==================== fnd_mode_display
## config.mk

```make
export PLATFORM = sky130hd
export DESIGN_NAME = fnd_mode_display
export DESIGN_NICKNAME = d
export VERILOG_FILES = /design/src/rtl/fnd_mode_display_pkg.sv /design/src/rtl/fnd_mode_display_bcd_decoder.sv /design/src/rtl/fnd_mode_display.sv
export SDC_FILE = /design/constraint.sdc
export NUM_CORES = 1
export LEC_CHECK = 0
export CORE_ASPECT_RATIO = 1.2
export CORE_MARGIN = 1.5
export CORE_UTILIZATION = 41
export CTS_CLUSTER_SIZE = 10
export DETAILED_ROUTE_END_ITERATION = 8
export GPL_TIMING_DRIVEN = 0
export SLEW_MARGIN = 20
export SYNTH_ARGS = -nofsm -noshare
export SYNTH_HDL_FRONTEND = slang
export SYNTH_HIERARCHICAL = 1
export SYNTH_SLANG_ARGS = --single-unit
```

## constraint.sdc

```tcl
create_clock -name clk -period 5.85 [get_ports clk]
set_input_delay 1.17 -clock clk [delete_from_list [all_inputs] [get_ports clk]]
set_output_delay 1.17 -clock clk [all_outputs]
set_load 0.01 [all_outputs]
```

## src/rtl/fnd_mode_display_pkg.sv

```systemverilog
// Shared encodings for the FND output path: segment codes, source/view selects
// and BCD split helpers. Used by fnd_mode_display and the button router.
package fnd_mode_display_pkg;

   localparam logic MODE_WATCH     = 1'b0;
   localparam logic MODE_STOPWATCH = 1'b1;

   typedef enum logic {
      VIEW_SECMSEC = 1'b0,
      VIEW_HOURMIN = 1'b1
   } viewT;

   // Active-low {dp,g,f,e,d,c,b,a}; dp is off in every stored code.
   localparam logic [7:0] SEG_DIGIT [10] = '{
      8'hC0, 8'hF9, 8'hA4, 8'hB0, 8'h99,
      8'h92, 8'h82, 8'hF8, 8'h80, 8'h90
   };
   localparam logic [7:0] SEG_DASH  = 8'hBF;
   localparam logic [7:0] SEG_BLANK = 8'hFF;

   localparam logic [1:0] SEPARATOR_DIGIT = 2'd2;

   function automatic logic [3:0] tensOf(input logic [6:0] v);
      return 4'(v / 7'd10);
   endfunction

   function automatic logic [3:0] onesOf(input logic [6:0] v);
      return 4'(v % 7'd10);
   endfunction

endpackage

```

## src/rtl/fnd_mode_display_bcd_decoder.sv

```systemverilog
// Combinational digit-to-segment decoder for a common-anode FND.
// Digits above 9 render as a dash; dpOn lights the decimal point.
module fnd_bcd_decoder
   import fnd_mode_display_pkg::*;
(
   input  logic [3:0] digit,
   input  logic       dpOn,
   output logic [7:0] seg
);

   // NOTE: seg gets a default before the case so no path leaves it unassigned,
   // which would otherwise infer a latch.
   always_comb begin
      seg = SEG_DASH;
      case (digit)
         4'd0:    seg = SEG_DIGIT[0];
         4'd1:    seg = SEG_DIGIT[1];
         4'd2:    seg = SEG_DIGIT[2];
         4'd3:    seg = SEG_DIGIT[3];
         4'd4:    seg = SEG_DIGIT[4];
         4'd5:    seg = SEG_DIGIT[5];
         4'd6:    seg = SEG_DIGIT[6];
         4'd7:    seg = SEG_DIGIT[7];
         4'd8:    seg = SEG_DIGIT[8];
         4'd9:    seg = SEG_DIGIT[9];
         default: seg = SEG_DASH;
      endcase
      seg[7] = ~dpOn;
   end

endmodule

```

## src/rtl/fnd_mode_display.sv

```systemverilog
// Selects watch or stopwatch time by mode1, snapshots it once per scan frame
// and multiplexes four BCD digits onto the FND. Optional: FND_BLINK_DP_EN.
module fnd_mode_display
   import fnd_mode_display_pkg::*;
#(
   parameter int CLK_FREQ = 100_000_000,
   parameter int SCAN_HZ  = 1000
) (
   input  logic       clk,
   input  logic       rst,
   input  logic       mode1,
   input  logic       view_sel,
   input  logic [6:0] w_msec,
   input  logic [5:0] w_sec,
   input  logic [5:0] w_min,
   input  logic [4:0] w_hour,
   input  logic [6:0] s_msec,
   input  logic [5:0] s_sec,
   input  logic [5:0] s_min,
   input  logic [4:0] s_hour,
   output logic [3:0] fnd_com,
   output logic [7:0] fnd_data
);

   localparam int DIV = CLK_FREQ / SCAN_HZ;
   localparam int CW  = (DIV > 1) ? $clog2(DIV) : 1;

   logic [CW-1:0] divCnt;
   logic          tick;
   logic          tickD;
   logic [1:0]    idx;
   logic          frameEnd;

   viewT       snapView;
   logic [6:0] snapMsec;
   logic [5:0] snapSec;
   logic [5:0] snapMin;
   logic [4:0] snapHour;

   logic [6:0] hiVal;
   logic [6:0] loVal;
   logic [3:0] digitVal;
   logic       dpOn;
   logic [7:0] segNext;
   logic [3:0] comNext;

   assign tick     = (divCnt == CW'(DIV - 1));
   assign frameEnd = tick && (idx == 2'd3);

   // NOTE: all state uses non-blocking assignments so every register samples
   // pre-edge values and the block order cannot change behaviour.
   always_ff @(posedge clk or negedge rst) begin
      if (!rst) begin
         divCnt <= '0;
         tickD  <= 1'b0;
         idx    <= 2'd0;
      end else begin
         divCnt <= tick ? '0 : divCnt + 1'b1;
         tickD  <= tick;
         if (tick) idx <= idx + 2'd1;
      end
   end

   // The source choice is folded into the latched fields, so mode1 itself
   // needs no separate register.
   always_ff @(posedge clk or negedge rst) begin
      if (!rst) begin
         snapView <= VIEW_SECMSEC;
         snapMsec <= '0;
         snapSec  <= '0;
         snapMin  <= '0;
         snapHour <= '0;
      end else if (frameEnd) begin
         snapView <= viewT'(view_sel);
         if (mode1 == MODE_STOPWATCH) begin
            snapMsec <= s_msec;
            snapSec  <= s_sec;
            snapMin  <= s_min;
            snapHour <= s_hour;
         end else begin
            snapMsec <= w_msec;
            snapSec  <= w_sec;
            snapMin  <= w_min;
            snapHour <= w_hour;
         end
      end
   end

   always_comb begin
      hiVal    = {1'b0, snapSec};
      loVal    = snapMsec;
      digitVal = 4'd0;
      if (snapView == VIEW_HOURMIN) begin
         hiVal = {2'b00, snapHour};
         loVal = {1'b0, snapMin};
      end
      case (idx)
         2'd0:    digitVal = onesOf(loVal);
         2'd1:    digitVal = tensOf(loVal);
         2'd2:    digitVal = onesOf(hiVal);
         default: digitVal = tensOf(hiVal);
      endcase
`ifdef FND_BLINK_DP_EN
      dpOn = (idx == SEPARATOR_DIGIT) && (snapMsec < 7'd50);
`else
      dpOn = (idx == SEPARATOR_DIGIT);
`endif
      comNext = ~(4'b0001 << idx);
   end

   fnd_bcd_decoder u_decoder (
      .digit (digitVal),
      .dpOn  (dpOn),
      .seg   (segNext)
   );

   // Outputs load one cycle after the tick so they follow the new index.
   always_ff @(posedge clk or negedge rst) begin
      if (!rst) begin
         fnd_com  <= 4'hF;
         fnd_data <= SEG_BLANK;
      end else if (tickD) begin
         fnd_com  <= comNext;
         fnd_data <= segNext;
      end
   end

endmodule

```

==> summary.txt <==
run results: crit path capture type register, Yosys top cell by area dfrtp_1, Synth-to-Final Area Change 26.7%, routed wire length just over 8000 microns, met3 GRT Util 0.0282, Netlist Area Pre-Place 0.00372 sq mm, uppermost layer routed met4, area figure in the yosys stat output around 0.0037 sq mm, Largest type area fraction 0.303, share of the core filled by cells before placement 0.428, CTS Buffer Depth 2, shortest period the worst path allows 4500 ps, status completed, async set-or-reset flop fraction in the synthesized netlist 1.00, worst path buffer plus inverter count 4, pwr dens between 150 and 200 mW/mm^2, port bufs a little over 60, initial drt markers 141, tool warnings 33, clock tree from TritonCTS built, most instantiated logic cells after routing clkdlybuf4s50_1 (61), dfrtp_1 (45), nand2_1 (40), o21ai_0 (33), mux2i_1 (32), end point of the worst hold path fnd_com[2]$_DFFE_PN1P_, Die Wd roughly 90 microns, sum of negative setup slack 0 ps, Detailed Place HPWL about 6300 microns
## kinds of logic (layout without fill, tap and decap cells)
| kind of cell | Yosys count | count (layout) | share of synthesized area |
|---|---|---|---|
| AND/OR/NAND/NOR | 118 | 118 | 0.164 |
| flip-flops | 57 | 57 | 0.387 |
| XOR/XNOR | 17 | 17 | 0.0400 |
| multiplexers | 56 | 56 | 0.188 |
| buffers and inverters | 31 | 109 | 0.0430 |
| adder cells (fa/ha/maj) | 13 | 13 | 0.0424 |
| AND-OR/OR-AND | 76 | 76 | 0.136 |
## through the flow
stage	hold slack [ps]	power (uW)	cells	utilization
floorplan	445	439	368	-
global placement	457	487	547	0.516
detailed placement	466	488	547	0.516
CTS	478	919	563	0.542
global route	500	938	563	0.542
finish	474	902	563	0.542
## registers in the layout, summed over array words and instances, names as in the netlist
register  count
idx           2
divCnt       17
snapHour      5
snapSec       6
fnd_com       4
fnd_data      8
snapView      1
tickD         1
snapMsec      7
snapMin       6
## power by group
group	internal, uW	leakage [uW]	switching [uW]
sequential	395	0.000610	1.04
clock	264	0.000117	158
combinational	49.7	0.00125	34.2
total	709	0.00198	193
**fnd_mode_display: clock network drawn from the DEF**

Scale: 4 px per micron.
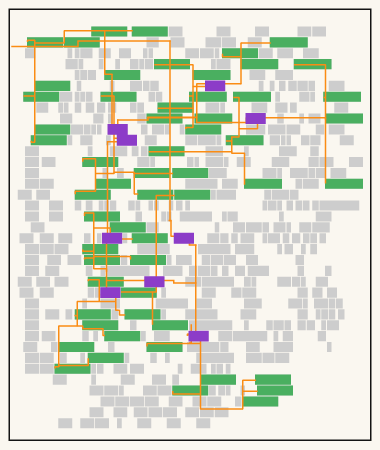
[purple] clock-net drivers | count: 9
[green] flip-flops | count: 57
[orange] clock wires | length: 830 microns
routed clock nets: 10
Final Skew: 11.3 ps
Skew-Pair Late Insertion Delay: 330 ps
Clk pwr share: 0.468
clock distribution power: 422 uW


==================== imem_arbiter_flat
**imem_arbiter_flat: clock network drawn from the DEF**

Scale: 4 px per micron.
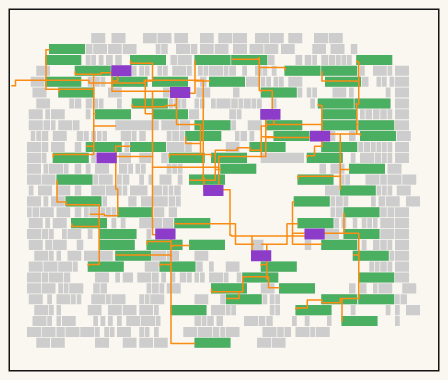
File: src/rtl/imem_arbiter_pkg.sv
// -----------------------------------------------------------------------------
// imem_arbiter_pkg
// Shared processor constants for the instruction-memory arbiter:
//   - default instruction-memory word-index width and starvation limit
//   - one-hot encoding of the read-owner state machine
//   - helper that classifies a debug byte address as unusable
// -----------------------------------------------------------------------------
package imem_arbiter_pkg;

    // 512-word instruction memory by default.
    localparam int unsigned ADDR_W_DEFAULT     = 9;
    // Fetch grants allowed back-to-back while a debug read is waiting.
    localparam int unsigned STARVE_MAX_DEFAULT = 8;

    // Owner of the read currently in flight (one-hot).
    typedef enum logic [2:0] {
        OWN_IDLE     = 3'b001,
        OWN_RD_FETCH = 3'b010,
        OWN_RD_DBG   = 3'b100
    } owner_e;

    // A debug address is unusable when it is not word aligned or when it
    // points beyond the word range covered by addr_w index bits.
    function automatic logic dbg_addr_bad(input logic [31:0] addr,
                                          input int unsigned addr_w);
        logic [31:0] upper;
        upper = addr >> (addr_w + 32'd2);
        return (addr[1:0] != 2'b00) || (upper != 32'd0);
    endfunction

endpackage

File: src/rtl/imem_arbiter_if.sv
// -----------------------------------------------------------------------------
// imem_arbiter_if
// Bundles the fetch port, the debug/readback port and the synchronous
// instruction-memory port seen by the arbiter.
//   slave  : arbiter side (takes requests and read data, drives grants,
//            results and the memory command)
//   master : environment side (requesters plus memory)
// -----------------------------------------------------------------------------
interface imem_arbiter_if
    import imem_arbiter_pkg::*;
#(
    parameter int unsigned ADDR_W = ADDR_W_DEFAULT
);

    // Fetch port
    logic              Fetch_Req;
    logic [31:0]       Fetch_Addr;
    logic              Fetch_Gnt;
    logic              Fetch_Valid;
    logic [31:0]       Fetch_Data;

    // Debug / readback port
    logic              Dbg_Req;
    logic [31:0]       Dbg_Addr;
    logic              Dbg_Gnt;
    logic              Dbg_Valid;
    logic [31:0]       Dbg_Data;
    logic              Dbg_Err;

    // Instruction memory port
    logic              Mem_En;
    logic [ADDR_W-1:0] Mem_Addr;
    logic [31:0]       Mem_Rdata;

    modport slave (
        input  Fetch_Req, Fetch_Addr, Dbg_Req, Dbg_Addr, Mem_Rdata,
        output Fetch_Gnt, Fetch_Valid, Fetch_Data,
        output Dbg_Gnt, Dbg_Valid, Dbg_Data, Dbg_Err,
        output Mem_En, Mem_Addr
    );

    modport master (
        output Fetch_Req, Fetch_Addr, Dbg_Req, Dbg_Addr, Mem_Rdata,
        input  Fetch_Gnt, Fetch_Valid, Fetch_Data,
        input  Dbg_Gnt, Dbg_Valid, Dbg_Data, Dbg_Err,
        input  Mem_En, Mem_Addr
    );

endinterface

File: src/rtl/imem_starve_cnt.sv
// -----------------------------------------------------------------------------
// imem_starve_cnt
// Counts fetch grants issued while a debug request is pending and flags when
// the debug requester must win the next arbitration.
// Ports:
//   clk, rst_n  : clock, asynchronous active-low reset
//   dbg_req     : debug requester is asking for a read
//   fetch_gnt   : fetch was granted this cycle
//   dbg_gnt     : debug was granted this cycle
//   starved     : count has reached STARVE_MAX (debug must be served)
// -----------------------------------------------------------------------------
module imem_starve_cnt
    import imem_arbiter_pkg::*;
#(
    parameter int unsigned STARVE_MAX = STARVE_MAX_DEFAULT
) (
    input  logic clk,
    input  logic rst_n,
    input  logic dbg_req,
    input  logic fetch_gnt,
    input  logic dbg_gnt,
    output logic starved
);

    localparam int unsigned CNT_W = (STARVE_MAX > 0) ? $clog2(STARVE_MAX + 1) : 1;
    localparam logic [CNT_W-1:0] CNT_MAX = CNT_W'(STARVE_MAX);
    localparam logic [CNT_W-1:0] CNT_ONE = CNT_W'(1);

    logic [CNT_W-1:0] count_r;

    // Starvation count: cleared whenever debug is idle or served, saturating
    // increment on every fetch grant that overtook a waiting debug request.
    always_ff @(posedge clk or negedge rst_n) begin
        if (!rst_n) begin
            count_r <= '0;
        end else if (!dbg_req || dbg_gnt) begin
            count_r <= '0;
        end else if (fetch_gnt && (count_r != CNT_MAX)) begin
            count_r <= count_r + CNT_ONE;
        end else begin
            count_r <= count_r;
        end
    end

    assign starved = (count_r == CNT_MAX);

endmodule

File: src/rtl/imem_arbiter.sv
// -----------------------------------------------------------------------------
// imem_arbiter
// Shares a single-port synchronous instruction memory between the fetch
// stage (priority) and a debug/readback port (anti-starvation guaranteed).
// One read per cycle, one-cycle latency, results routed back to whoever
// owned the read.
// Ports:
//   Clk  : clock, all state changes on rising edge
//   Rst  : asynchronous active-low reset
//   bus  : imem_arbiter_if.slave -- fetch port, debug port, memory port
// -----------------------------------------------------------------------------
module imem_arbiter
    import imem_arbiter_pkg::*;
#(
    parameter int unsigned ADDR_W     = ADDR_W_DEFAULT,
    parameter int unsigned STARVE_MAX = STARVE_MAX_DEFAULT
) (
    input  logic           Clk,
    input  logic           Rst,
    imem_arbiter_if.slave  bus
);

    logic              starved_s;
    logic              fetch_gnt_s;
    logic              dbg_gnt_s;
    logic              dbg_bad_s;
    logic              mem_en_s;
    logic [ADDR_W-1:0] mem_addr_s;
    owner_e            next_owner_s;

    owner_e            owner_r;
    logic [31:0]       fetch_data_r;
    logic [31:0]       dbg_data_r;
    logic              dbg_err_r;

    logic              fetch_valid_s;
    logic              dbg_valid_s;

    imem_starve_cnt #(
        .STARVE_MAX (STARVE_MAX)
    ) u_starve_cnt (
        .clk       (Clk),
        .rst_n     (Rst),
        .dbg_req   (bus.Dbg_Req),
        .fetch_gnt (fetch_gnt_s),
        .dbg_gnt   (dbg_gnt_s),
        .starved   (starved_s)
    );

    assign dbg_bad_s = dbg_addr_bad(bus.Dbg_Addr, ADDR_W);

    // Grant selection: fetch first unless debug has waited too long; nothing
    // is granted while reset is held so no memory cycle can start.
    always_comb begin
        fetch_gnt_s = 1'b0;
        dbg_gnt_s   = 1'b0;
        if (Rst) begin
            if (bus.Fetch_Req && !(bus.Dbg_Req && starved_s)) begin
                fetch_gnt_s = 1'b1;
            end else if (bus.Dbg_Req) begin
                dbg_gnt_s = 1'b1;
            end else begin
                fetch_gnt_s = 1'b0;
                dbg_gnt_s   = 1'b0;
            end
        end else begin
            fetch_gnt_s = 1'b0;
            dbg_gnt_s   = 1'b0;
        end
    end

    // Memory command and next owner. A rejected debug address is still
    // granted (it gets an error response) but never reaches the memory,
    // so its address is presented as 0 like an idle cycle.
    always_comb begin
        mem_en_s     = 1'b0;
        mem_addr_s   = '0;
        next_owner_s = OWN_IDLE;
        if (fetch_gnt_s) begin
            mem_en_s     = 1'b1;
            mem_addr_s   = bus.Fetch_Addr[ADDR_W+1:2];
            next_owner_s = OWN_RD_FETCH;
        end else if (dbg_gnt_s) begin
            next_owner_s = OWN_RD_DBG;
            if (dbg_bad_s) begin
                mem_en_s   = 1'b0;
                mem_addr_s = '0;
            end else begin
                mem_en_s   = 1'b1;
                mem_addr_s = bus.Dbg_Addr[ADDR_W+1:2];
            end
        end else begin
            mem_en_s     = 1'b0;
            mem_addr_s   = '0;
            next_owner_s = OWN_IDLE;
        end
    end

    // Owner FSM plus the held copies of the last results; the error flag is
    // latched at grant time so it is already stable during the Valid cycle.
    always_ff @(posedge Clk or negedge Rst) begin
        if (!Rst) begin
            owner_r      <= OWN_IDLE;
            fetch_data_r <= 32'd0;
            dbg_data_r   <= 32'd0;
            dbg_err_r    <= 1'b0;
        end else begin
            owner_r <= next_owner_s;
            case (owner_r)
                OWN_RD_FETCH: begin
                    fetch_data_r <= bus.Mem_Rdata;
                    dbg_data_r   <= dbg_data_r;
                end
                OWN_RD_DBG: begin
                    fetch_data_r <= fetch_data_r;
                    dbg_data_r   <= dbg_err_r ? 32'd0 : bus.Mem_Rdata;
                end
                default: begin
                    fetch_data_r <= fetch_data_r;
                    dbg_data_r   <= dbg_data_r;
                end
            endcase
            if (dbg_gnt_s) begin
                dbg_err_r <= dbg_bad_s;
            end else begin
                dbg_err_r <= dbg_err_r;
            end
        end
    end

    // Valid comes straight from the owner flops. Memory data only arrives
    // during the Valid cycle, so the data outputs pass it through then and
    // show the held copy otherwise.
    assign fetch_valid_s   = (owner_r == OWN_RD_FETCH);
    assign dbg_valid_s     = (owner_r == OWN_RD_DBG);

    assign bus.Fetch_Gnt   = fetch_gnt_s;
    assign bus.Dbg_Gnt     = dbg_gnt_s;
    assign bus.Mem_En      = mem_en_s;
    assign bus.Mem_Addr    = mem_addr_s;
    assign bus.Fetch_Valid = fetch_valid_s;
    assign bus.Fetch_Data  = fetch_valid_s ? bus.Mem_Rdata : fetch_data_r;
    assign bus.Dbg_Valid   = dbg_valid_s;
    assign bus.Dbg_Data    = dbg_valid_s ? (dbg_err_r ? 32'd0 : bus.Mem_Rdata)
                                         : dbg_data_r;
    assign bus.Dbg_Err     = dbg_err_r;

endmodule

File: src/flat_wrapper.sv
// flat-port wrapper written by rule: the top's interface ports become plain ports
module imem_arbiter_flat import imem_arbiter_pkg::*;
#(
    parameter int unsigned ADDR_W     = ADDR_W_DEFAULT,
    parameter int unsigned STARVE_MAX = STARVE_MAX_DEFAULT
)
  (Clk, Rst, bus_Fetch_Req, bus_Fetch_Addr, bus_Dbg_Req, bus_Dbg_Addr, bus_Mem_Rdata, bus_Fetch_Gnt, bus_Fetch_Valid, bus_Fetch_Data, bus_Dbg_Gnt, bus_Dbg_Valid, bus_Dbg_Data, bus_Dbg_Err, bus_Mem_En, bus_Mem_Addr);
  imem_arbiter_if #(.ADDR_W(ADDR_W)) bus_i ();
  input  logic Clk;
  input  logic Rst;
  input wire logic [$bits(bus_i.Fetch_Req)-1:0] bus_Fetch_Req;
  input wire logic [$bits(bus_i.Fetch_Addr)-1:0] bus_Fetch_Addr;
  input wire logic [$bits(bus_i.Dbg_Req)-1:0] bus_Dbg_Req;
  input wire logic [$bits(bus_i.Dbg_Addr)-1:0] bus_Dbg_Addr;
  input wire logic [$bits(bus_i.Mem_Rdata)-1:0] bus_Mem_Rdata;
  output wire logic [$bits(bus_i.Fetch_Gnt)-1:0] bus_Fetch_Gnt;
  output wire logic [$bits(bus_i.Fetch_Valid)-1:0] bus_Fetch_Valid;
  output wire logic [$bits(bus_i.Fetch_Data)-1:0] bus_Fetch_Data;
  output wire logic [$bits(bus_i.Dbg_Gnt)-1:0] bus_Dbg_Gnt;
  output wire logic [$bits(bus_i.Dbg_Valid)-1:0] bus_Dbg_Valid;
  output wire logic [$bits(bus_i.Dbg_Data)-1:0] bus_Dbg_Data;
  output wire logic [$bits(bus_i.Dbg_Err)-1:0] bus_Dbg_Err;
  output wire logic [$bits(bus_i.Mem_En)-1:0] bus_Mem_En;
  output wire logic [$bits(bus_i.Mem_Addr)-1:0] bus_Mem_Addr;
  assign bus_i.Fetch_Req = bus_Fetch_Req;
  assign bus_i.Fetch_Addr = bus_Fetch_Addr;
  assign bus_i.Dbg_Req = bus_Dbg_Req;
  assign bus_i.Dbg_Addr = bus_Dbg_Addr;
  assign bus_i.Mem_Rdata = bus_Mem_Rdata;
  assign bus_Fetch_Gnt = bus_i.Fetch_Gnt;
  assign bus_Fetch_Valid = bus_i.Fetch_Valid;
  assign bus_Fetch_Data = bus_i.Fetch_Data;
  assign bus_Dbg_Gnt = bus_i.Dbg_Gnt;
  assign bus_Dbg_Valid = bus_i.Dbg_Valid;
  assign bus_Dbg_Data = bus_i.Dbg_Data;
  assign bus_Dbg_Err = bus_i.Dbg_Err;
  assign bus_Mem_En = bus_i.Mem_En;
  assign bus_Mem_Addr = bus_i.Mem_Addr;
  imem_arbiter #(.ADDR_W(ADDR_W), .STARVE_MAX(STARVE_MAX)) u_core (.Clk(Clk), .Rst(Rst), .bus(bus_i));
endmodule
File: config.mk
export PLATFORM = sky130hd
export DESIGN_NAME = imem_arbiter_flat
export DESIGN_NICKNAME = d
export VERILOG_FILES = /design/src/rtl/imem_arbiter_pkg.sv /design/src/rtl/imem_arbiter_if.sv /design/src/rtl/imem_starve_cnt.sv /design/src/rtl/imem_arbiter.sv /design/src/flat_wrapper.sv
export SDC_FILE = /design/constraint.sdc
export NUM_CORES = 1
export LEC_CHECK = 0
export ABC_AREA = 1
export CAP_MARGIN = 10
export CORE_AREA = 4 4 103 86
export DETAILED_ROUTE_END_ITERATION = 6
export DIE_AREA = 0 0 107 90
export PLACE_DENSITY = 0.88
export REMOVE_ABC_BUFFERS = 1
export SLEW_MARGIN = 20
export SYNTH_ARGS = -nofsm -noshare
export SYNTH_HDL_FRONTEND = slang
export SYNTH_SLANG_ARGS = --single-unit
File: constraint.sdc
create_clock -name Clk -period 3.89 [get_ports Clk]
set_input_delay 0.5835 -clock Clk [delete_from_list [all_inputs] [get_ports Clk]]
set_output_delay 0.5835 -clock Clk [all_outputs]
set_load 0.005 [all_outputs]
==> summary.txt <==
run results: tightest slew margin relative to the limit 0.392, setup violation total in the final timing report 0, Seq. pwr 964 uW, tool warnings 49, non-filler cells in the finished layout 644, cycle use final 0.764, combinational group share of total power 0.315, final hold violations 0, clock tree buffer count of the final layout 9, core area 0.00776 sq mm, delay of the slowest critical-path stage 540 ps, Placed Area about 0.0048 sq mm, kind of path behind the tightest hold check reg -> reg, post-route total power 2350 uW, Int Pwr between 1500 and 2000 uW, status completed, commonest cells in the netlist nand2_1 (130), dfrtp_1 (71), nand3_1 (46)
## Picture notes: 'clock network drawn from the DEF' of imem_arbiter_flat
[orange] clock wires | length: 893 microns
[green] flip-flops | count: 72
[purple] clock-net drivers | count: 9
routed clock nets: 10
Clk pwr share: 0.275
clock distribution power: 647 uW
Skew-Pair Late Insertion Delay: 340 ps
Final Skew: 7.17 ps

-- final timing paths --
path                                                           to                                       start  cells after the start
worst max-delay path                              bus_Mem_Addr[0]                                 bus_Dbg_Req                      8
worst min-delay path            u_core.fetch_data_r[19]$_DFF_PN0_           u_core.fetch_data_r[19]$_DFF_PN0_                      2
worst max register to register     u_core.bus.Dbg_Err$_DFFE_PN0P_  u_core.u_starve_cnt.count_r[0]$_DFFE_PN0P_                      8
worst min register to register  u_core.fetch_data_r[19]$_DFF_PN0_           u_core.fetch_data_r[19]$_DFF_PN0_                      2
max in group asynchronous        u_core.fetch_data_r[2]$_DFF_PN0_                                         Rst                      2
min in group asynchronous          u_core.dbg_data_r[5]$_DFF_PN0_                                         Rst                      2
-- critical path: cells and delay by family --
| kind | cells | cell delay (ps) |
|---|---|---|
| and+or+nand+nor | 5 | 700 |
| buffers and inverters | 3 | 1120 |
-- sequential cells by signal, summed over array words and instances (netlist names) --
name,flops
u_core.dbg_data_r,32
u_core.fetch_data_r,32
u_core.owner_r,3
u_core.u_starve_cnt.count_r,4
u_core.bus.Dbg_Err,1

==================== load_store_unit
===== src/rtl/lsu_pkg.sv =====
// rtl/lsu_pkg.sv - shared encodings, FSM state type and alignment helper for the load/store unit
package lsu_pkg;

   localparam logic [1:0] SIZE_BYTE = 2'b00;
   localparam logic [1:0] SIZE_HALF = 2'b01;
   localparam logic [1:0] SIZE_WORD = 2'b10;
   localparam logic [1:0] MASK_WORD = 2'b10;

   typedef enum logic [1:0] {
      IDLE  = 2'b00,
      READ  = 2'b01,
      WRITE = 2'b10,
      RESP  = 2'b11
   } lsu_state_t;

   // Illegal size, or an access that does not sit on its natural boundary
   function automatic logic is_misaligned(input logic [1:0] size, input logic [1:0] offset);
      logic bad;
      bad = 1'b0;
      case (size)
         SIZE_BYTE: bad = 1'b0;
         SIZE_HALF: bad = offset[0];
         SIZE_WORD: bad = (offset != 2'b00);
         default:   bad = 1'b1;
      endcase
      return bad;
   endfunction

endpackage


===== src/rtl/lsu_lane_align.sv =====
// rtl/lsu_lane_align.sv - byte/half lane extraction with extension, and sub-word store merge
module lsu_lane_align
   import lsu_pkg::*;
(
   input  logic [31:0] word,
   input  logic [1:0]  offset,
   input  logic [1:0]  size,
   input  logic        is_unsigned,
   input  logic [31:0] wdata,
   output logic [31:0] load_value,
   output logic [31:0] merged
);

   logic [7:0]  byte_lane;
   logic [15:0] half_lane;

   assign byte_lane = word[{offset, 3'b000} +: 8];
   assign half_lane = word[{offset[1], 4'b0000} +: 16];

   // Extend the addressed lane into a right-aligned load result
   always_comb begin
      load_value = word;
      case (size)
         SIZE_BYTE: load_value = is_unsigned ? {24'h0, byte_lane} : {{24{byte_lane[7]}}, byte_lane};
         SIZE_HALF: load_value = is_unsigned ? {16'h0, half_lane} : {{16{half_lane[15]}}, half_lane};
         default:   load_value = word;
      endcase
   end

   // Replace only the addressed lane of the read word with the store data
   always_comb begin
      merged = word;
      case (size)
         SIZE_BYTE: merged[{offset, 3'b000} +: 8]     = wdata[7:0];
         SIZE_HALF: merged[{offset[1], 4'b0000} +: 16] = wdata[15:0];
         default:   merged = wdata;
      endcase
   end

endmodule


===== src/rtl/load_store_unit.sv =====
// rtl/load_store_unit.sv - request/response FSM issuing full-word data memory accesses
module load_store_unit
   import lsu_pkg::*;
#(
   parameter int DATA_WIDTH = 32,
   parameter int ADDR_WIDTH = 32
) (
   input  logic                  clk,
   input  logic                  rstn,
   input  logic                  req_valid,
   output logic                  req_ready,
   input  logic                  req_we,
   input  logic [1:0]            req_size,
   input  logic                  req_unsigned,
   input  logic [ADDR_WIDTH-1:0] req_addr,
   input  logic [DATA_WIDTH-1:0] req_wdata,
   output logic                  rsp_valid,
   input  logic                  rsp_ready,
   output logic [DATA_WIDTH-1:0] rsp_rdata,
   output logic                  rsp_misaligned,
   output logic                  mem_read,
   output logic                  mem_write,
   output logic [1:0]            mem_maskmode,
   output logic                  mem_sext,
   output logic [ADDR_WIDTH-1:0] mem_address,
   output logic [DATA_WIDTH-1:0] mem_write_data,
   input  logic [DATA_WIDTH-1:0] mem_read_data
);

   lsu_state_t            state;
   logic [ADDR_WIDTH-1:0] addr_q;
   logic [DATA_WIDTH-1:0] store_q;
   logic [DATA_WIDTH-1:0] rdata_q;
   logic [1:0]            size_q;
   logic                  we_q;
   logic                  unsigned_q;
   logic                  misaligned_q;
   logic [DATA_WIDTH-1:0] load_value;
   logic [DATA_WIDTH-1:0] merged;

   lsu_lane_align u_align (
      .word        (mem_read_data),
      .offset      (addr_q[1:0]),
      .size        (size_q),
      .is_unsigned (unsigned_q),
      .wdata       (store_q),
      .load_value  (load_value),
      .merged      (merged)
   );

   assign req_ready      = (state == IDLE) && rstn;
   assign rsp_valid      = (state == RESP);
   assign rsp_rdata      = (state == RESP) ? rdata_q : '0;
   assign rsp_misaligned = (state == RESP) && misaligned_q;
   assign mem_read       = (state == READ);
   assign mem_write      = (state == WRITE);
   assign mem_maskmode   = MASK_WORD;
   assign mem_sext       = 1'b0;
   assign mem_address    = (state == READ || state == WRITE) ? {addr_q[ADDR_WIDTH-1:2], 2'b00} : '0;
   assign mem_write_data = (state == WRITE) ? store_q : '0;

   // Sequence accept -> optional read -> optional write -> response, holding fields in registers
   always_ff @(posedge clk) begin
      if (!rstn) begin
         state        <= IDLE;
         addr_q       <= '0;
         store_q      <= '0;
         rdata_q      <= '0;
         size_q       <= '0;
         we_q         <= 1'b0;
         unsigned_q   <= 1'b0;
         misaligned_q <= 1'b0;
      end else begin
         case (state)
            IDLE: begin
               if (req_valid) begin
                  addr_q     <= req_addr;
                  store_q    <= req_wdata;
                  size_q     <= req_size;
                  we_q       <= req_we;
                  unsigned_q <= req_unsigned;
                  rdata_q    <= '0;
                  if (is_misaligned(req_size, req_addr[1:0])) begin
                     misaligned_q <= 1'b1;
                     state        <= RESP;
                  end else begin
                     misaligned_q <= 1'b0;
                     // Only full-word stores skip the read; sub-word stores need the old word
                     state        <= (req_we && req_size == SIZE_WORD) ? WRITE : READ;
                  end
               end
            end
            READ: begin
               if (we_q) begin
                  store_q <= merged;
                  state   <= WRITE;
               end else begin
                  rdata_q <= load_value;
                  state   <= RESP;
               end
            end
            WRITE: state <= RESP;
            RESP: begin
               if (rsp_ready) state <= IDLE;
            end
            default: state <= IDLE;
         endcase
      end
   end

endmodule


===== config.mk =====
export PLATFORM = sky130hd
export DESIGN_NAME = load_store_unit
export DESIGN_NICKNAME = d
export VERILOG_FILES = /design/src/rtl/lsu_pkg.sv /design/src/rtl/lsu_lane_align.sv /design/src/rtl/load_store_unit.sv
export SDC_FILE = /design/constraint.sdc
export NUM_CORES = 1
export LEC_CHECK = 0
export CAP_MARGIN = 20
export CORE_ASPECT_RATIO = 1.75
export CORE_MARGIN = 4
export CORE_UTILIZATION = 42
export DETAILED_ROUTE_END_ITERATION = 7
export PLACE_DENSITY = 0.89
export SETUP_SLACK_MARGIN = 0.1
export SYNTH_ARGS = -nofsm -noshare
export SYNTH_HDL_FRONTEND = slang
export SYNTH_SLANG_ARGS = --single-unit
export TNS_END_PERCENT = 100

===== constraint.sdc =====
create_clock -name clk -period 2.3 [get_ports clk]
set_input_delay 0.46 -clock clk [delete_from_list [all_inputs] [get_ports clk]]
set_output_delay 0.46 -clock clk [all_outputs]
set_load 0.02 [all_outputs]

**load_store_unit: clock network drawn from the DEF**

Scale: 4 px per micron.
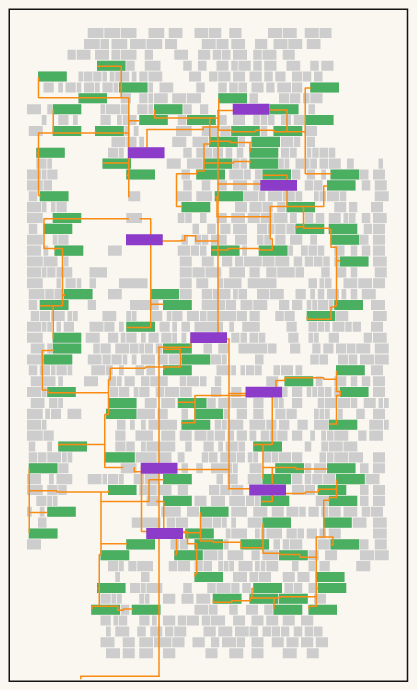
[purple] clock-net drivers | count: 9
[orange] clock wires | length: 1360 microns
[green] flip-flops | count: 103
routed clock nets: 10
Skew-Pair Late Insertion Delay: 360 ps
Clk pwr share: 0.181
Final Skew: 12.8 ps
clock distribution power: 1530 uW

**load_store_unit: I/O nets highlighted**

Scale: 3 px per micron.
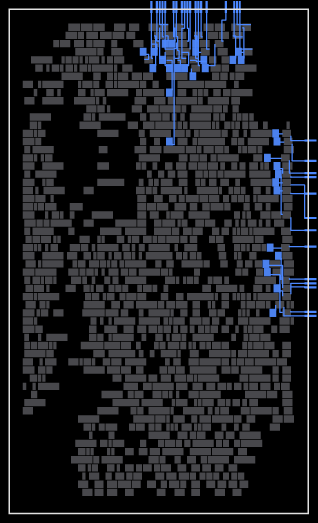
[blue] mem_write_data | bits: 32 | direction: output | end cells: 32 | buffers: 32 | wire: 559 microns

==> summary.txt <==
run results: status completed, tally of yosys warning messages 0, delay of the slowest critical-path stage ~360 ps, end point of the worst hold path addr_q[4]$_SDFFE_PN0P_, core area 0.0143 sq mm, cells taking the most area after synthesis dfxtp_1 (34%), and2_1 (10%), nand2_1 (6.6%), met3 GRT Util 0.0584, most numerous logic cell after layout nand2_1, Post-synth EDFFs 0, total of fill cells in the finished design 1284, layout cells sized above 1 0.114, commonest cells in the netlist nand2_1 (108), dfxtp_1 (103), and2_1 (99), Seq pwr share 0.329, peak supply drop 0.494 mV, instance tally after logic synthesis around 760, Die Wd 99.2 microns
**load_store_unit: signal wires on met2**

Scale: 4 px per micron. Cells faint in the background.
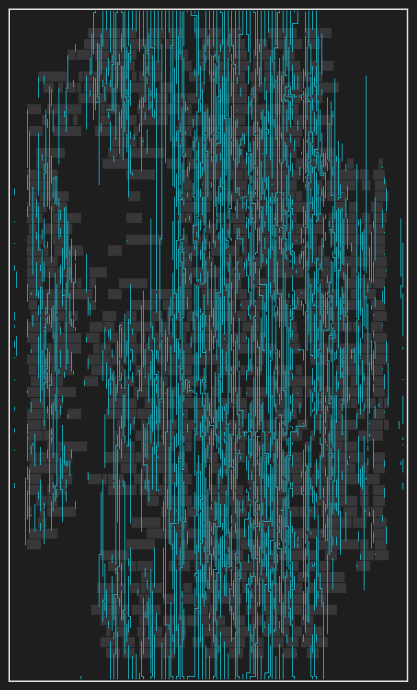
share of all routed wire: 52%
main direction: vertical
wire length on this layer: 11200 microns
longest straight run: 50.7 microns
via count: 6398
routed wire length: 21700 microns
routing usage on met2: 0.463

[state kept, by name, summed over array words and instances, names as in the netlist]
signal        count
rdata_q          32
state             2
size_q            2
misaligned_q      1
addr_q           32
we_q              1
unsigned_q        1
store_q          32
[final cells by class]
class                   count  area (sq um)  share of cell area
well taps                 180           225              0.0259
inverters                  16          60.1             0.00689
clock inverters             7          62.6             0.00718
clock buffers               9           225              0.0259
multi-input cells         570          3650               0.419
flip-flops and latches    103          2060               0.237
repair buffers            251          2420               0.278
[power groups by stage]
| stage | Combinational, uW | Sequential (uW) | Clock [uW] |
|---|---|---|---|
| after floorplan | 2620 | 2590 | 0 |
| after global placement | 4120 | 2780 | 0 |
| after detailed placement | 4220 | 2790 | 0 |
| after CTS | 4120 | 2760 | 1550 |
| after global routing | 4550 | 2820 | 1610 |
| final | 4130 | 2780 | 1530 |
[what timing repair did]
action                                  CTS  global route
endpoints found under the setup margin   99            54
gates cloned                              0             0
endpoints found under the hold margin     0             0
pin swaps                                 0             1
gates resized                           150            14
setup buffers                             0             0
[tightest hold or removal path, stage by stage (launching register included)]
cell and delay, ps:
dfxtp_1 310, nand2_1 40, a21boi_0 60

==================== hazard_stall_ctrl
**hazard_stall_ctrl: placement by cell class**

Scale: 4 px per micron. Fill, decap, tap and diode cells in grey.
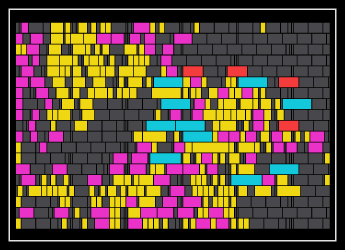
**hazard_stall_ctrl: the clock network**

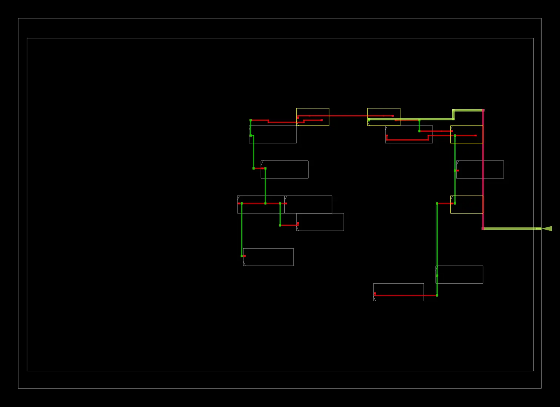
`src/rtl/hazard_stall_ctrl.sv`:
```
// ----------------------------------------------------------------------------
// hazard_stall_ctrl
//
// Central hazard unit for the RV32I pipeline. It is the only source of the
// Stall*/Flush*/Forward* controls used by the pipeline registers, and it
// covers four concerns:
//   * RAW forwarding into EX, with the M stage taking priority over W
//   * load-use stall, which holds F/D and bubbles E
//   * branch/jump flush of D and E
//   * a two-state bus-wait FSM that freezes the whole pipeline while an
//     APB/UART access in MEM is pending, and gives up after TIMEOUT_CYCLES
//
// State, the wait counter and the sticky bus_timeout flag are registered.
// Every other output is combinational from state and inputs.
//
// Optional feature macro: HAZARD_PERF_CNT_EN
//   defined   -> stall_cycles is a 32-bit wrapping counter of StallF cycles
//   undefined -> stall_cycles is tied to zero
// ----------------------------------------------------------------------------
module hazard_stall_ctrl #(
  parameter int unsigned TIMEOUT_CYCLES = 255,
  parameter logic [1:0]  LOAD_SRC       = 2'b01
) (
  input  logic        clk,
  input  logic        rst,
  input  logic [4:0]  Rs1D,
  input  logic [4:0]  Rs2D,
  input  logic [4:0]  Rs1E,
  input  logic [4:0]  Rs2E,
  input  logic [4:0]  RdE,
  input  logic [4:0]  RdM,
  input  logic [4:0]  RdW,
  input  logic        RegWriteM,
  input  logic        RegWriteW,
  input  logic [1:0]  ResultSrcE,
  input  logic        PCSrcE,
  input  logic        transEnM,
  input  logic        trans_done,
  output logic        StallF,
  output logic        StallD,
  output logic        StallE,
  output logic        StallM,
  output logic        FlushD,
  output logic        FlushE,
  output logic        FlushW,
  output logic [1:0]  ForwardAE,
  output logic [1:0]  ForwardBE,
  output logic        bus_timeout,
  output logic [31:0] stall_cycles
);

  // Timeout limit as an 8-bit value, so it can be compared with the counter.
  localparam logic [7:0] TIMEOUT_LIM = 8'(TIMEOUT_CYCLES);

  typedef enum logic [0:0] {
    ST_IDLE = 1'b0,
    ST_WAIT = 1'b1
  } state_e;

  state_e      state_q;
  state_e      state_d;
  logic [7:0]  cnt_q;
  logic [7:0]  cnt_d;
  logic        bus_timeout_q;
  logic        bus_timeout_d;

  logic        bus_stall_s;
  logic        load_use_s;
  logic [1:0]  fwd_a_s;
  logic [1:0]  fwd_b_s;

  // Forwarding select for one EX source operand. M is younger than W, so it
  // wins. x0 is never forwarded because it is hard-wired to zero.
  function automatic logic [1:0] fwd_sel(
    input logic [4:0] rs,
    input logic [4:0] rd_m,
    input logic [4:0] rd_w,
    input logic       wr_m,
    input logic       wr_w
  );
    logic [1:0] sel;
    if (wr_m && (rd_m != 5'd0) && (rd_m == rs)) begin
      sel = 2'b10;
    end else if (wr_w && (rd_w != 5'd0) && (rd_w == rs)) begin
      sel = 2'b01;
    end else begin
      sel = 2'b00;
    end
    return sel;
  endfunction

  // Detect RAW and load-use hazards from the register specifiers.
  always_comb begin
    fwd_a_s    = fwd_sel(Rs1E, RdM, RdW, RegWriteM, RegWriteW);
    fwd_b_s    = fwd_sel(Rs2E, RdM, RdW, RegWriteM, RegWriteW);
    load_use_s = (ResultSrcE == LOAD_SRC) && (RdE != 5'd0) &&
                 ((RdE == Rs1D) || (RdE == Rs2D));
  end

  // Freeze condition: a new access waiting in IDLE, or an access still
  // waiting in WAIT that has not yet reached the timeout limit.
  always_comb begin
    bus_stall_s = 1'b0;
    case (state_q)
      ST_IDLE: begin
        if (transEnM && !trans_done) begin
          bus_stall_s = 1'b1;
        end else begin
          bus_stall_s = 1'b0;
        end
      end
      ST_WAIT: begin
        if (!trans_done && (cnt_q != TIMEOUT_LIM)) begin
          bus_stall_s = 1'b1;
        end else begin
          bus_stall_s = 1'b0;
        end
      end
      default: begin
        bus_stall_s = 1'b0;
      end
    endcase
  end

  // Bus-wait FSM next state, wait counter and sticky timeout flag.
  always_comb begin
    state_d       = state_q;
    cnt_d         = cnt_q;
    bus_timeout_d = bus_timeout_q;
    if (rst) begin
      state_d       = ST_IDLE;
      cnt_d         = 8'd0;
      bus_timeout_d = 1'b0;
    end else begin
      case (state_q)
        ST_IDLE: begin
          if (transEnM && !trans_done) begin
            state_d = ST_WAIT;
            cnt_d   = 8'd1;
          end else begin
            state_d = ST_IDLE;
          end
        end
        ST_WAIT: begin
          cnt_d = cnt_q + 8'd1;
          if (trans_done) begin
            state_d = ST_IDLE;
          end else if (cnt_q == TIMEOUT_LIM) begin
            state_d       = ST_IDLE;
            bus_timeout_d = 1'b1;
          end else begin
            state_d = ST_WAIT;
          end
        end
        default: begin
          state_d = ST_IDLE;
          cnt_d   = 8'd0;
        end
      endcase
    end
  end

  // Register the FSM state, the counter and the timeout flag.
  always_ff @(posedge clk) begin
    state_q       <= state_d;
    cnt_q         <= cnt_d;
    bus_timeout_q <= bus_timeout_d;
  end

  // Pipeline controls. Reset flushes D and E. A bus freeze overrides the
  // load-use and branch effects, so the held branch is re-evaluated after
  // the freeze ends. A taken branch cancels a load-use stall on F and D.
  always_comb begin
    StallF    = 1'b0;
    StallD    = 1'b0;
    StallE    = 1'b0;
    StallM    = 1'b0;
    FlushD    = 1'b0;
    FlushE    = 1'b0;
    FlushW    = 1'b0;
    ForwardAE = 2'b00;
    ForwardBE = 2'b00;
    if (rst) begin
      FlushD = 1'b1;
      FlushE = 1'b1;
    end else begin
      ForwardAE = fwd_a_s;
      ForwardBE = fwd_b_s;
      if (bus_stall_s) begin
        StallF = 1'b1;
        StallD = 1'b1;
        StallE = 1'b1;
        StallM = 1'b1;
        FlushW = 1'b1;
      end else begin
        StallF = load_use_s && !PCSrcE;
        StallD = load_use_s && !PCSrcE;
        FlushD = PCSrcE;
        FlushE = PCSrcE || load_use_s;
      end
    end
  end

  assign bus_timeout = bus_timeout_q;

`ifdef HAZARD_PERF_CNT_EN
  logic [31:0] stall_cycles_q;
  logic [31:0] stall_cycles_d;

  // Count fetch-stall cycles. The counter wraps naturally at 2^32.
  always_comb begin
    stall_cycles_d = stall_cycles_q;
    if (rst) begin
      stall_cycles_d = 32'd0;
    end else if (StallF) begin
      stall_cycles_d = stall_cycles_q + 32'd1;
    end else begin
      stall_cycles_d = stall_cycles_q;
    end
  end

  // Register the stall-cycle counter.
  always_ff @(posedge clk) begin
    stall_cycles_q <= stall_cycles_d;
  end

  assign stall_cycles = stall_cycles_q;
`else
  assign stall_cycles = 32'd0;
`endif

endmodule
```
`config.mk`:
```
export PLATFORM = sky130hd
export DESIGN_NAME = hazard_stall_ctrl
export DESIGN_NICKNAME = d
export VERILOG_FILES = /design/src/rtl/hazard_stall_ctrl.sv
export SDC_FILE = /design/constraint.sdc
export NUM_CORES = 1
export LEC_CHECK = 0
export ABC_AREA = 1
export CORE_ASPECT_RATIO = 0.7
export CORE_UTILIZATION = 30
export CTS_CLUSTER_DIAMETER = 80
export DETAILED_ROUTE_END_ITERATION = 8
export PLACE_DENSITY = 0.81
export SLEW_MARGIN = 20
export SYNTH_ARGS = -nofsm -noshare
export SYNTH_HDL_FRONTEND = slang
export SYNTH_SLANG_ARGS = --single-unit
```
`constraint.sdc`:
```
create_clock -name clk -period 1.3 [get_ports clk]
set_input_delay 0.13 -clock clk [delete_from_list [all_inputs] [get_ports clk]]
set_output_delay 0.13 -clock clk [all_outputs]
set_load 0.02 [all_outputs]
```
==> summary.txt <==
run results: status finished, violations left, violations in the final reports setup timing, path depth of the worst reg2reg path 7, Die Wd roughly 80 microns, kind of path behind the tightest hold check in -> reg, non-filler cells in the finished layout 347, number of global-route vias before repair about 1300, aoi/oai-family share of the synthesized area 0.0758, instance tally after logic synthesis 218, achievable frequency 634 MHz, number of nets still failing antenna checks after routing 0, pwr dens 593 mW/mm^2, port bufs between 50 and 60, setup violation total in the final timing report 7, number of top-level pins 88, Detailed Place HPWL 2830 microns, Post-Synth XOR/XNOR Area 0.146, slack of the critical path -277 ps, worst reg2reg setup slack 110 ps, combinational group share of total power 0.429, reg2reg start cnt_q[4]$_SDFFE_PP0P_, tool warnings 29, CTS Buffer Depth 2
Notes on 'placement by cell class' of hazard_stall_ctrl above:
[yellow] remaining logic cells | cells: 203
[red] clock drivers and dummy loads | cells: 4
[magenta] remaining buffers and delay cells | cells: 78
[cyan] registers | cells: 10
core area: 0.00407 sq mm
final non-filler cell area: 0.00208 sq mm
utilization of the core after routing: 0.512
share of cell area taken by flip-flops and latches: 0.0974
placement row count: 19

Notes on 'the clock network' of hazard_stall_ctrl above:
Final Skew: 1.24 ps
Inserted Clock Buffers: 3
clock distribution power: 386 uW
clock tree buffer count of the final layout: 4

==> timing repair <==
item,in CTS,in global routing
resized,97,47
setup buffers,5,4
endpoints found under the setup margin,12,14
pin swaps,5,31
==> layout make-up <==
cell class / instances / area, sq um / area share
multi-input cells: 172 / 973 / 0.468
repair buffers: 78 / 666 / 0.320
flip-flops and latches: 10 / 203 / 0.0974
inverters: 31 / 119 / 0.0571
well taps: 52 / 65.1 / 0.0313
clock buffers: 4 / 55.1 / 0.0265
==> worst max-delay path, cell delays in order, from the launching register on <==
cell	delay, ps
dfxtp_2	350
ha_4	140
inv_2	30
nor2_1	80
nand2_1	90
nand2_2	90
nand2_4	70
nand2_8	100
buf_6	100
nand2_4	40
buf_6	120
==> layer usage <==
layer  routed length, microns  GRT usage  vias to the layer above
li1                         -          -                      751
met1                     1560      0.183                      616
met2                     1620      0.255                       45
met3                      158     0.0400                        4
met4                       38     0.0459                        0
met5                        0          0                        -
==> state kept, by name, summed over array words and instances (netlist names) <==
register and count:
cnt_q 8, bus_timeout 1, state_q 1
==> power by group through the flow <==
stage,clock network (uW),logic [uW],registers [uW]
floorplan,0,344,324
detailed placement,0,509,324
global route,424,580,319
finish,386,529,319
CTS,399,507,319
global placement,0,503,323

==================== cla_mp_sequencer
**cla_mp_sequencer: placement by cell class**

Scale: 3 px per micron. Fill, decap, tap and diode cells in grey.
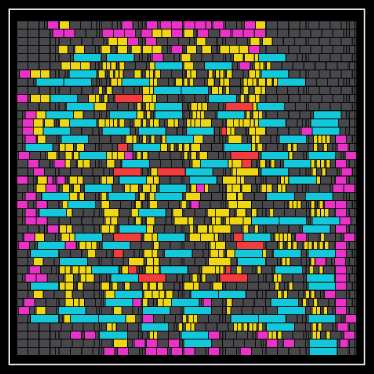
**cla_mp_sequencer: clock network drawn from the DEF**

Scale: 4 px per micron.
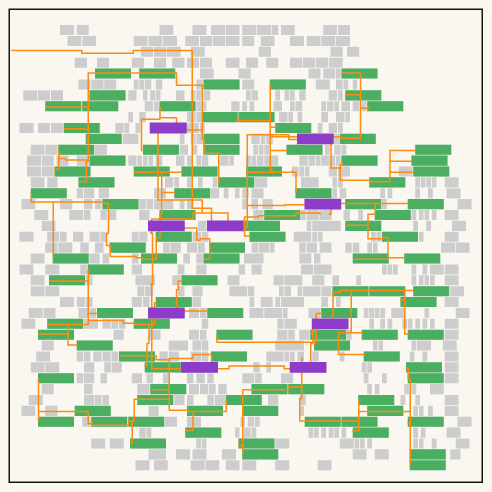
### src/rtl/cla_pkg.sv
// Shared definitions for the multi-precision CLA sequencer: byte width, FSM states and the
// counter-width helper.
package cla_pkg;

   localparam int unsigned BYTE_W = 8;

   typedef enum logic [1:0] {
      StIdle,
      StRun,
      StDone
   } state_e;

   // Byte counter width; never narrower than one bit.
   function automatic int unsigned cnt_w(input int unsigned words);
      return (words > 1) ? $clog2(words) : 1;
   endfunction

endpackage

### src/rtl/cla_dataflow.sv
// 8-bit carry-lookahead adder, purely combinational: two 4-bit lookahead groups, with the
// lower group's carry-out feeding the upper group.
module cla_dataflow (
   output logic [7:0] sum,
   output logic       cout,
   input  logic [7:0] a,
   input  logic [7:0] b,
   input  logic       cin
);

   logic [7:0] g;
   logic [7:0] p;
   logic [8:0] c;
   logic [4:0] c_lo;
   logic [4:0] c_hi;

   // Carries c[4:0] of one 4-bit group, with each carry a flat sum of products.
   function automatic logic [4:0] cla4(input logic [3:0] gi, input logic [3:0] pi,
                                       input logic ci);
      logic [4:0] co;
      co[0] = ci;
      co[1] = gi[0] | (pi[0] & ci);
      co[2] = gi[1] | (pi[1] & gi[0]) | (pi[1] & pi[0] & ci);
      co[3] = gi[2] | (pi[2] & gi[1]) | (pi[2] & pi[1] & gi[0]) |
              (pi[2] & pi[1] & pi[0] & ci);
      co[4] = gi[3] | (pi[3] & gi[2]) | (pi[3] & pi[2] & gi[1]) |
              (pi[3] & pi[2] & pi[1] & gi[0]) | (&pi & ci);
      return co;
   endfunction

   always_comb begin
      g    = a & b;
      p    = a ^ b;
      c_lo = cla4(g[3:0], p[3:0], cin);
      c_hi = cla4(g[7:4], p[7:4], c_lo[4]);
      c    = {c_hi, c_lo[3:0]};
      sum  = p ^ c[7:0];
      cout = c[8];
   end

endmodule

### src/rtl/cla_mp_sequencer.sv
// Multi-precision add/subtract sequencer: streams WORDS-byte operands through one shared 8-bit
// CLA, LSB byte first, with a registered carry linking the bytes.
module cla_mp_sequencer
   import cla_pkg::*;
#(
   parameter int unsigned WORDS = 4
) (
   input  logic                  clk,
   input  logic                  rst_n,
   input  logic                  start,
   input  logic [BYTE_W*WORDS-1:0] op_a,
   input  logic [BYTE_W*WORDS-1:0] op_b,
   input  logic                  sub,
   input  logic                  cin,
   output logic                  busy,
   output logic                  done,
   output logic [BYTE_W*WORDS-1:0] result,
   output logic                  cout,
   output logic                  overflow
);

   localparam int unsigned W    = BYTE_W * WORDS;
   localparam int unsigned CntW = cnt_w(WORDS);

   state_e              state_q;
   logic [CntW-1:0]     cnt_q;
   logic                carry_q;
   logic [W-1:0]        a_q;
   logic [W-1:0]        b_q;
   logic [W-1:0]        result_q;
   logic                cout_q;
   logic                ovf_q;
   logic                done_q;
   logic                busy_q;

   logic [BYTE_W-1:0]   sum;
   logic                add_cout;
   logic                last_byte;
   logic                carry_into_msb;

   cla_dataflow u_add (
      .sum  (sum),
      .cout (add_cout),
      .a    (a_q[BYTE_W-1:0]),
      .b    (b_q[BYTE_W-1:0]),
      .cin  (carry_q)
   );

   assign last_byte      = (cnt_q == CntW'(WORDS - 1));
   // b_q already holds the inverted operand in subtract mode.
   assign carry_into_msb = a_q[BYTE_W-1] ^ b_q[BYTE_W-1] ^ sum[BYTE_W-1];

   always_ff @(posedge clk or negedge rst_n) begin
      if (!rst_n) begin
         state_q  <= StIdle;
         cnt_q    <= '0;
         carry_q  <= 1'b0;
         a_q      <= '0;
         b_q      <= '0;
         result_q <= '0;
         cout_q   <= 1'b0;
         ovf_q    <= 1'b0;
         done_q   <= 1'b0;
         busy_q   <= 1'b0;
      end else begin
         unique case (state_q)
            StIdle: begin
               done_q <= 1'b0;
               if (start) begin
                  a_q     <= op_a;
                  b_q     <= sub ? ~op_b : op_b;
                  carry_q <= cin ^ sub;
                  cnt_q   <= '0;
                  busy_q  <= 1'b1;
                  state_q <= StRun;
               end
            end
            StRun: begin
               a_q      <= a_q >> BYTE_W;
               b_q      <= b_q >> BYTE_W;
               result_q <= {sum, result_q[W-1:BYTE_W]};
               carry_q  <= add_cout;
               cnt_q    <= cnt_q + 1'b1;
               if (last_byte) begin
                  cout_q  <= add_cout;
                  ovf_q   <= carry_into_msb ^ add_cout;
                  done_q  <= 1'b1;
                  state_q <= StDone;
               end
            end
            StDone: begin
               done_q  <= 1'b0;
               busy_q  <= 1'b0;
               state_q <= StIdle;
            end
            default: begin
               done_q  <= 1'b0;
               busy_q  <= 1'b0;
               state_q <= StIdle;
            end
         endcase
      end
   end

   assign busy     = busy_q;
   assign done     = done_q;
   assign result   = result_q;
   assign cout     = cout_q;
   assign overflow = ovf_q;

endmodule

### config.mk
export PLATFORM = sky130hd
export DESIGN_NAME = cla_mp_sequencer
export DESIGN_NICKNAME = d
export VERILOG_FILES = /design/src/rtl/cla_pkg.sv /design/src/rtl/cla_dataflow.sv /design/src/rtl/cla_mp_sequencer.sv
export SDC_FILE = /design/constraint.sdc
export NUM_CORES = 1
export LEC_CHECK = 0
export CORE_MARGIN = 2
export CORE_UTILIZATION = 40
export CTS_CLUSTER_DIAMETER = 80
export DETAILED_ROUTE_END_ITERATION = 12
export SLEW_MARGIN = 20
export SYNTH_ARGS = -nofsm -noshare
export SYNTH_HDL_FRONTEND = slang
export SYNTH_SLANG_ARGS = --single-unit
export TNS_END_PERCENT = 100
### constraint.sdc
create_clock -name clk -period 5.4 [get_ports clk]
set_input_delay 0.81 -clock clk [delete_from_list [all_inputs] [get_ports clk]]
set_output_delay 0.81 -clock clk [all_outputs]
set_load 0.02 [all_outputs]
==> summary.txt <==
run results: number of nets at floorplan roughly 640, path depth of the worst reg2reg path 6, most used flip-flop cell after synthesis dfrtp_1, routed length on met3 481 microns, grt met1 use 0.255, Synth cell types 33, sum of negative setup slack 0 ps, Stages on worst setup path 6, sequential cell area fraction in the yosys report 0.506, routing usage on met2 0.286, post-cts hold-fix buffer tally 0, most instantiated logic cells after routing dfrtp_1 (105), clkdlybuf4s50_1 (101), nand2_1 (87), nor2_1 (71), a21oi_1 (52), status completed, worst path buffer plus inverter count 2, post-cts sizing count 0, combinational share of cell area 0.355, CTS Buffer Depth 2, Detailed Place HPWL between 8000 and 9000 microns, Largest delay share family, worst path simple AND/OR/NAND/NOR gates, Netlist Area Pre-Place 0.00519 sq mm, kind of path behind the tightest hold check reg -> reg, unrepaired setup endpoints after global routing no
Notes on 'placement by cell class' of cla_mp_sequencer above:
[magenta] remaining buffers and delay cells | cells: 110
[yellow] remaining logic cells | cells: 412
[cyan] registers | cells: 105
[red] clock drivers and dummy loads | cells: 16
share of cell area taken by flip-flops and latches: 0.400
core area: 0.0126 sq mm
placement row count: 41
utilization of the core after routing: 0.520

Notes on 'clock network drawn from the DEF' of cla_mp_sequencer above:
[orange] clock wires | length: 1280 microns
[green] flip-flops | count: 105
[purple] clock-net drivers | count: 9
flops lie: widely spread
routed clock nets: 10

==> synth_stat cells, drive strengths merged, types with 2 or more instances <==
master | n | area share
dfrtp | 105 | 0.51
nand2 | 88 | 0.064
nor2 | 71 | 0.051
a21oi | 53 | 0.052
o21ai | 37 | 0.036
buf | 31 | 0.034
a22oi | 25 | 0.036
nor2b | 25 | 0.032
xnor2 | 25 | 0.042
o22ai | 22 | 0.027
a22o | 17 | 0.029
xor2 | 13 | 0.022
clkbuf | 10 | 0.0072
inv | 10 | 0.0072
ha | 9 | 0.022
a21o | 3 | 0.0043
and3b | 2 | 0.0034
fa | 2 | 0.0077
mux2i | 2 | 0.0039
o21bai | 2 | 0.0029
==> metrics by stage <==
step | std cells | hold slack (ps) | worst slack, ps
2_1_floorplan | 558 | 466 | 3600
4_1_cts | 815 | 480 | 2920
5_1_grt | 815 | 499 | 2760
3_3_place_gp | 799 | 457 | 2590
3_5_place_dp | 799 | 463 | 2560
6_report | 815 | 473 | 2940
==> power by group <==
| part | switching, uW | internal [uW] | total [uW] |
|---|---|---|---|
| Sequential | 268 | 1140 | 1410 |
| Combinational | 994 | 751 | 1740 |
| Clock | 303 | 317 | 620 |
| Total | 1560 | 2210 | 3770 |


==> gallery <==
I/O nets highlighted.
picture 1
Scale: 3 px per micron.
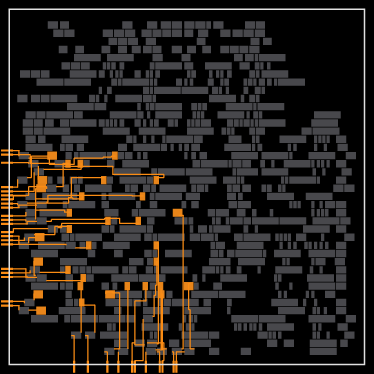
picture 2
Scale: 4 px per micron.
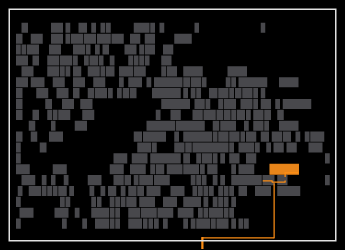
picture 3
Scale: 3 px per micron.
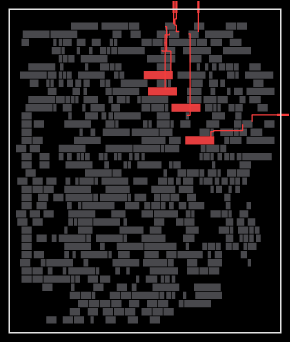
picture 4
Scale: 4 px per micron.
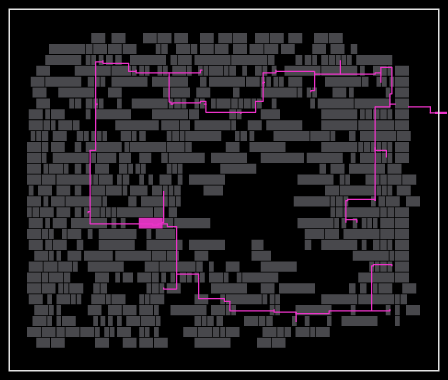
cla_mp_sequencer is picture 1.
imem_arbiter_flat is picture 4.
hazard_stall_ctrl is picture 2.
fnd_mode_display is picture 3.

Key to picture 2:
[orange] bus_timeout | bits: 1 | direction: output | end cells: 1 | buffers: 1 | wire: 42.1 microns

No activity file was given, so power comes from the tool's default toggle rates.
